######## nanorv32_ahb_master_bridge ########
Fig. 1: nanorv32_ahb_master_bridge, clock wires, drivers and flops
The bar under the picture is 20 um long.
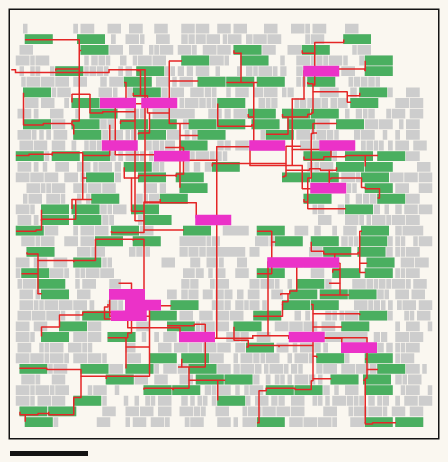

$ cat src/rtl/nanorv32_ahb_master_bridge_pkg.sv
// nanorv32_ahb_master_bridge_pkg: AHB-Lite encodings and bridge state type
package nanorv32_ahb_master_bridge_pkg;
    localparam logic [1:0] HTRANS_IDLE   = 2'b00;
    localparam logic [1:0] HTRANS_NONSEQ = 2'b10;
    localparam logic [2:0] HSIZE_BYTE    = 3'b000;
    localparam logic [2:0] HSIZE_HALF    = 3'b001;
    localparam logic [2:0] HSIZE_WORD    = 3'b010;
    localparam logic [2:0] HBURST_SINGLE = 3'b000;
    typedef enum logic [1:0] {ST_IDLE, ST_ADDR, ST_DATA, ST_RESP} state_t;
endpackage

$ cat src/rtl/nanorv32_ahb_bytesel_dec.sv
// nanorv32_ahb_bytesel_dec: CPU lane enables -> legality, hsize and low address bits
module nanorv32_ahb_bytesel_dec
    import nanorv32_ahb_master_bridge_pkg::*;
(
    input  logic [3:0] bytesel,
    output logic       legal,
    output logic [2:0] hsize,
    output logic [1:0] addr_lo
);
    always_comb begin
        legal   = 1'b1;
        hsize   = HSIZE_WORD;
        addr_lo = 2'b00;
        case (bytesel)
            4'b1111: ;
            4'b0011: hsize = HSIZE_HALF;
            4'b1100: begin hsize = HSIZE_HALF; addr_lo = 2'b10; end
            4'b0001: hsize = HSIZE_BYTE;
            4'b0010: begin hsize = HSIZE_BYTE; addr_lo = 2'b01; end
            4'b0100: begin hsize = HSIZE_BYTE; addr_lo = 2'b10; end
            4'b1000: begin hsize = HSIZE_BYTE; addr_lo = 2'b11; end
            default: legal = 1'b0;
        endcase
    end
endmodule

$ cat src/rtl/nanorv32_ahb_master_bridge.sv
// nanorv32_ahb_master_bridge: CPU req/ack data port -> single-transfer AHB-Lite master
module nanorv32_ahb_master_bridge
    import nanorv32_ahb_master_bridge_pkg::*;
#(
    parameter logic [3:0] HPROT_VAL = 4'b0011
) (
    input  logic        clk_in,
    input  logic        rst,
    input  logic        cpu_req,
    input  logic        cpu_wr,
    input  logic [31:0] cpu_addr,
    input  logic [3:0]  cpu_bytesel,
    input  logic [31:0] cpu_wdata,
    output logic [31:0] cpu_rdata,
    output logic        cpu_ack,
    output logic        cpu_err,
    output logic [31:0] haddr,
    output logic [1:0]  htrans,
    output logic        hwrite,
    output logic [2:0]  hsize,
    output logic [2:0]  hburst,
    output logic [3:0]  hprot,
    output logic        hmastlock,
    output logic [31:0] hwdata,
    input  logic [31:0] hrdata,
    input  logic        hready,
    input  logic        hresp
);
    state_t      state, state_n;
    logic        legal, hwrite_n, err_n;
    logic [2:0]  dec_size, hsize_n;
    logic [1:0]  dec_lo, htrans_n;
    logic [31:0] haddr_n, hwdata_n, rdata_n, wdata_q, wdata_n;
    logic        unused_addr_lo;

    assign unused_addr_lo = ^cpu_addr[1:0];
    assign hburst    = HBURST_SINGLE;
    assign hprot     = HPROT_VAL;
    assign hmastlock = 1'b0;

    nanorv32_ahb_bytesel_dec u_dec (
        .bytesel (cpu_bytesel),
        .legal   (legal),
        .hsize   (dec_size),
        .addr_lo (dec_lo)
    );

    always_comb begin
        state_n  = state;
        haddr_n  = haddr;
        htrans_n = htrans;
        hwrite_n = hwrite;
        hsize_n  = hsize;
        hwdata_n = hwdata;
        wdata_n  = wdata_q;
        rdata_n  = cpu_rdata;
        err_n    = 1'b0;
        case (state)
            ST_IDLE: if (cpu_req) begin
                if (legal) begin
                    haddr_n  = {cpu_addr[31:2], dec_lo};
                    hsize_n  = dec_size;
                    hwrite_n = cpu_wr;
                    htrans_n = HTRANS_NONSEQ;
                    wdata_n  = cpu_wdata;
                    state_n  = ST_ADDR;
                end else begin
                    err_n   = 1'b1;
                    state_n = ST_RESP;
                end
            end
            ST_ADDR: if (hready) begin
                htrans_n = HTRANS_IDLE;
                hwdata_n = hwrite ? wdata_q : '0;
                state_n  = ST_DATA;
            end
            // an ERROR first cycle arrives with hready=0 and is simply another wait
            ST_DATA: if (hready) begin
                rdata_n  = hwrite ? cpu_rdata : hrdata;
                err_n    = hresp;
                hwdata_n = '0;
                state_n  = ST_RESP;
            end
            default: state_n = ST_IDLE;
        endcase
    end

    always_ff @(posedge clk_in) begin
        if (rst) begin
            state     <= ST_IDLE;
            haddr     <= '0;
            htrans    <= HTRANS_IDLE;
            hwrite    <= 1'b0;
            hsize     <= HSIZE_WORD;
            hwdata    <= '0;
            wdata_q   <= '0;
            cpu_rdata <= '0;
            cpu_ack   <= 1'b0;
            cpu_err   <= 1'b0;
        end else begin
            state     <= state_n;
            haddr     <= haddr_n;
            htrans    <= htrans_n;
            hwrite    <= hwrite_n;
            hsize     <= hsize_n;
            hwdata    <= hwdata_n;
            wdata_q   <= wdata_n;
            cpu_rdata <= rdata_n;
            cpu_ack   <= state_n == ST_RESP;
            cpu_err   <= err_n;
        end
    end
endmodule

$ cat config.mk
export PLATFORM = sky130hd
export DESIGN_NAME = nanorv32_ahb_master_bridge
export DESIGN_NICKNAME = d
export VERILOG_FILES = /design/src/rtl/nanorv32_ahb_master_bridge_pkg.sv /design/src/rtl/nanorv32_ahb_bytesel_dec.sv /design/src/rtl/nanorv32_ahb_master_bridge.sv
export SDC_FILE = /design/constraint.sdc
export NUM_CORES = 1
export LEC_CHECK = 0
export CAP_MARGIN = 20
export CORE_UTILIZATION = 46
export CTS_CLUSTER_DIAMETER = 50
export DETAILED_ROUTE_END_ITERATION = 10
export PLACE_DENSITY = 0.85
export SYNTH_ARGS = -nofsm -noshare
export SYNTH_HDL_FRONTEND = slang
export SYNTH_SLANG_ARGS = --single-unit
$ cat constraint.sdc
create_clock -name clk_in -period 4.3 [get_ports clk_in]
set_input_delay 0.645 -clock clk_in [delete_from_list [all_inputs] [get_ports clk_in]]
set_output_delay 0.645 -clock clk_in [all_outputs]
set_load 0.005 [all_outputs]
######## fetch_stage ########
$ cat config.mk
export PLATFORM = sky130hd
export DESIGN_NAME = fetch_stage
export DESIGN_NICKNAME = d
export VERILOG_FILES = /design/src/rtl/fetch_stage.sv
export SDC_FILE = /design/constraint.sdc
export NUM_CORES = 1
export LEC_CHECK = 0
export CORE_MARGIN = 2
export CORE_UTILIZATION = 31
export DETAILED_ROUTE_END_ITERATION = 8
export PLACE_DENSITY = 0.57
export SYNTH_ARGS = -nofsm -noshare
export SYNTH_HDL_FRONTEND = slang
export SYNTH_SLANG_ARGS = --single-unit
$ cat constraint.sdc
create_clock -name clk -period 6.7 [get_ports clk]
set_input_delay 1.34 -clock clk [delete_from_list [all_inputs] [get_ports clk]]
set_output_delay 1.34 -clock clk [all_outputs]
set_load 0.005 [all_outputs]
$ cat src/rtl/fetch_stage.sv
// Instruction fetch stage: owns the PC, drives the instruction memory
// address and registers the fetched word into the IF/ID bundle.
//
// Ports:
//   clk, rst_n       - clock, async active-low reset
//   stall            - hold PC, IF/ID and fetch_count
//   redirect_en      - flush IF/ID and load PC from redirect_target
//   redirect_target  - new fetch address (low two bits dropped)
//   inst_data        - word returned by imem for inst_addr (same cycle)
//   inst_addr        - fetch address, equals the PC register
//   if_id_inst       - registered instruction for decode
//   if_id_pc         - address of if_id_inst
//   if_id_pc_plus4   - if_id_pc + PC_STEP
//   if_id_valid      - IF/ID holds a real fetched instruction
//   fetch_count      - number of valid writes into IF/ID (wraps)
module fetch_stage #(
    parameter logic [31:0] RESET_PC = 32'h0000_0000,
    parameter logic [31:0] NOP_INST = 32'h0000_0000,
    parameter int          PC_STEP  = 4
) (
    input  logic        clk,
    input  logic        rst_n,
    input  logic        stall,
    input  logic        redirect_en,
    input  logic [31:0] redirect_target,
    input  logic [31:0] inst_data,
    output logic [31:0] inst_addr,
    output logic [31:0] if_id_inst,
    output logic [31:0] if_id_pc,
    output logic [31:0] if_id_pc_plus4,
    output logic        if_id_valid,
    output logic [31:0] fetch_count
);

    localparam logic [31:0] STEP = 32'(PC_STEP);

    typedef struct packed {
        logic [31:0] inst;
        logic [31:0] pc;
        logic [31:0] pc_plus4;
        logic        valid;
    } if_id_t;

    logic [31:0] pc;
    logic [31:0] pc_next_seq;
    logic [31:0] cnt;
    if_id_t      if_id;

    assign pc_next_seq = pc + STEP;

    // Redirect beats stall: the held instruction is dropped, not replayed.
    always_ff @(posedge clk or negedge rst_n) begin
        if (!rst_n) begin
            pc             <= RESET_PC;
            if_id.inst     <= NOP_INST;
            if_id.pc       <= '0;
            if_id.pc_plus4 <= '0;
            if_id.valid    <= 1'b0;
            cnt            <= '0;
        end else if (redirect_en) begin
            pc             <= {redirect_target[31:2], 2'b00};
            if_id.inst     <= NOP_INST;
            if_id.pc       <= '0;
            if_id.pc_plus4 <= '0;
            if_id.valid    <= 1'b0;
        end else if (!stall) begin
            pc             <= pc_next_seq;
            if_id.inst     <= inst_data;
            if_id.pc       <= pc;
            if_id.pc_plus4 <= pc_next_seq;
            if_id.valid    <= 1'b1;
            cnt            <= cnt + 32'd1;
        end
    end

    assign inst_addr      = pc;
    assign if_id_inst     = if_id.inst;
    assign if_id_pc       = if_id.pc;
    assign if_id_pc_plus4 = if_id.pc_plus4;
    assign if_id_valid    = if_id.valid;
    assign fetch_count    = cnt;

endmodule
Fig. 2: fetch_stage, signal wires by layer
The bar under the picture is 50 um long. Two of the layers only.
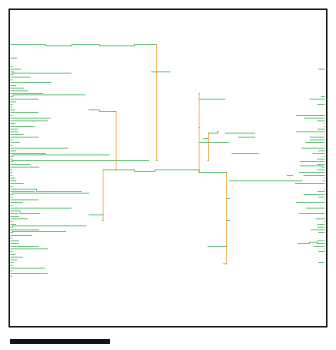
[metal 3] green | wire length: 1400 um
[metal 4] orange | wire length: 211 um

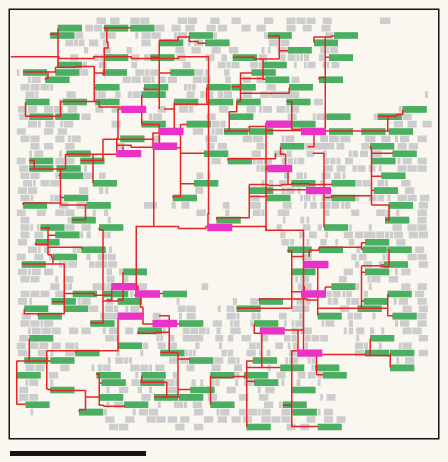
Fig. 3. Clock wires, drivers and flops (fetch_stage).
The bar under the picture is 50 um long.
[clock wires] red | length: 2230 um
[clock drivers] magenta | count: 17
[flip-flops] green | count: 156
flops lie: widely spread

==> job_summary.md, fetch_stage <==
## Implementation flow summary

| Metric | Value |
|---|---|
| Log Warnings | `30` |
| GR Util met1 | `0.232` |
| R2r startpoint | `inst_addr[2]` |
| Chip area | `24800 um2` |
| Final Hold Vio Count | `0` |
| Mapped Area | `7320 um2` |
| M3 GR Usage | `0.0526` |
| Logic gate share of total power | `0.155` |
| CTS Buffer Depth | `2` |
| Post-synth top cells | `156 x dfrtp_1, 111 x nor2_1, 69 x mux2i_1` |
| Most common cell type on the critical path | `buf_4` |
| Root buf cell | `clkbuf_16` |
| And+or+nand+nor area frac | `0.176` |
| # setup viols final | `0` |
| CTS clk-pin slew, worst paths | `0.07 ns` |
| Final min period | `2.99 ns` |
| Critical-path cell list | `buf_4 > buf_4 > buf_4 > mux2_2` |
| Die Wd | `158 um` |
| Slowest cell on crit path | `buf_4` |
| Max-cap violation count | `0` |
| Most instantiated library cell after synthesis | `dfrtp_1` |
| Asr flop ratio synth | `1.00` |
| Power, Total | `around 2.5 mW` |
| Post-CTS Setup Bufs | `0` |
| Static Leak | `approximately 4.4 nW` |
| Via count of the routed design | `5656` |
| Internal power | `1.80 mW` |
| Max-slew headroom | `0.331` |
| CTS Buf Count | `17` |
| Top pwr grp | `registers` |
| Design area | `10300 um2` |
| Mapped Avg Cell Area | `10.5 um2` |
| Clock tree sinks | `156` |
| Crit path buffers/inverters | `3` |
| Register share of the cell area | `0.378` |
| Num tapcells | `319` |
| Post-synth top area share | `0.534` |
| Busiest grt layer | `met2` |
| Largest area contributor in the netlist | `dfrtp_1` |
| Number of non-clock inverters in the layout | `5` |
| Crit start category | `input port` |
| Post-synth EDFFs | `0` |
| Sequential power | `approximately 1.1 mW` |
| Compound Share, Synth | `0.0441` |
| Initial antenna violation count | `1` |
| Core Rows | `roughly 56` |
| P&R area growth vs syn | `41.2%` |
| Crit-path max cell delay | `0.58 ns` |
| H-tree lvl count | `4` |
| Worst Setup EP | `inst_addr[26]` |
| Uppermost layer routed | `met4` |
| DR iter-0 viols | `roughly 240` |
| GPL Wtd Cong | `0.750` |
| First-pass GRT wire length | `32.4 mm` |
| Min-Delay Path Class | `flop to flop` |
| Setup tns final | `0 ns` |
| DRC | `0` |
| Post-place setup slack | `3.20 ns` |
| Filler instances | `between 2000 and 2500` |
| Multiplexer share of the synthesized area | `0.104` |
| Final slew viol count | `0` |
| Final Cycle Share | `0.447` |
| Critical path type | `input port to flop` |
| Status | `complete, no violations` |
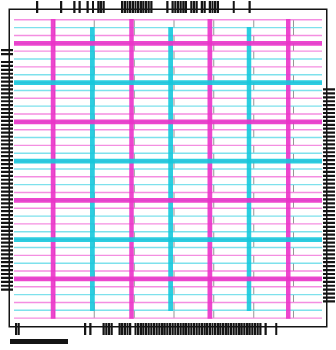
Fig. 4. Floorplan with the power grid (nanorv32_ahb_master_bridge).
The bar under the picture is 20 um long. Pins as bars on the die edge. Tap cells in grey.
[VDD] cyan
[VSS] magenta
met1 rails: 39
tap cells: 140
met5 straps: 7
rows: 38
signal pins: 218

Notes on Fig. 1 above:
[clock drivers] magenta | count: 17
[flip-flops] green | count: 136
[clock wires] red | length: 1590 um
routed clock nets: 18

==> job_summary.md, nanorv32_ahb_master_bridge <==
## Implementation flow summary

| Metric | Value |
|---|---|
| Buffering overhead | `0.270` |
| Status | `complete, no violations` |
| Multiplexer share of the synthesized area | `0.128` |
| Register share of total power | `0.426` |
| Primary flip-flop cell chosen by synthesis mapping | `dfxtp_1` |
| 1st-pass router iterations | `5` |
| Setup crit start | `cpu_bytesel[1]` |
| Largest area contributor in the netlist | `dfxtp_1` |
| Met3 wire len | `~1.2 mm` |
| Via count of the routed design | `4837` |
| VDD IR max | `~220 uV` |
| Placed cell area | `7340 um2` |
| Slowest cell on crit path | `buf_4` |
| Num tapcells | `~140` |
| Core Region | `11000 um2` |
| Num sequential | `136` |
| I/O Buffers | `205` |
| R2r startpoint | `state[1]` |
| Final slew viol count | `0` |
| Worst R2R End | `hwdata[20]` |
| Root buf cell | `clkbuf_16` |
| Clock share of power | `0.454` |
| Static Leak | `2.86 nW` |
| P&R area growth vs syn | `49.5%` |
| XOR-XNOR Cells, Area Fraction | `0.00495` |
| CTS Buf Count | `17` |
| Mapped Avg Cell Area | `between 8 and 9 um2` |
| Cell count listed in synth_stat.txt | `623` |
| CTS Buffer Depth | `2` |
| Crit-path max cell delay | `around 0.65 ns` |
| Flop-to-flop setup slack | `2.18 ns` |
| Busiest grt layer | `met2` |
| Cells on Worst Hold Path | `2` |
| Registers, synthesis | `around 140` |
| P_clk | `1.43 mW` |
| PwrDens | `396 nW/um2` |
| Design area | `a little under 8000 um2` |
| Post-synth top area share | `0.512` |
| Critical Path RT | `4.62 ns` |
| GPL Wtd Cong | `0.817` |
| WHS Endpoint | `hwdata[14]` |
| Adder-cell area share of the yosys netlist | `0` |
| Critical-path maximum fanout | `49` |
| Comb area share | `0.290` |
| Dpl hpwl | `~9.5 mm` |
| Log Warnings | `28` |
| Register Area | `2720 um2` |
| Logic gate share of total power | `0.120` |
| Post-place setup slack | `1.43 ns` |
| Wire per inst | `approximately 15 um` |
| Min-Delay Path Class | `flop to flop` |
| And+or+nand+nor area frac | `0.216` |
| Met2 Use GR | `0.434` |
| Synth unique cells | `36` |
| Post_cts resized | `0` |
| Core Util, Final | `0.720` |
| Crit path buffers/inverters | `2` |
| Uppermost layer routed | `met4` |
| Core Rows | `38` |
| Critical path type | `input port to flop` |
| H-tree lvl count | `4` |
| M3 GR Usage | `0.0812` |
| Late-Pin Clk Latency | `0.41 ns` |
| Non-Filler Instances | `959` |
| # setup viols final | `0` |


==> gallery <==
Clock wiring as the flow saved it.
(a)
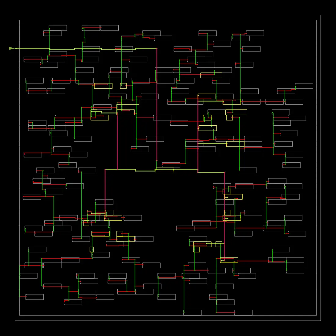
(b)
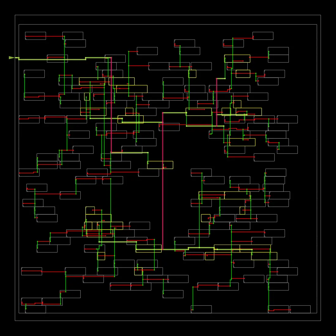
nanorv32_ahb_master_bridge is (b).
fetch_stage is (a).

No activity file was given, so power comes from the tool's default toggle rates.
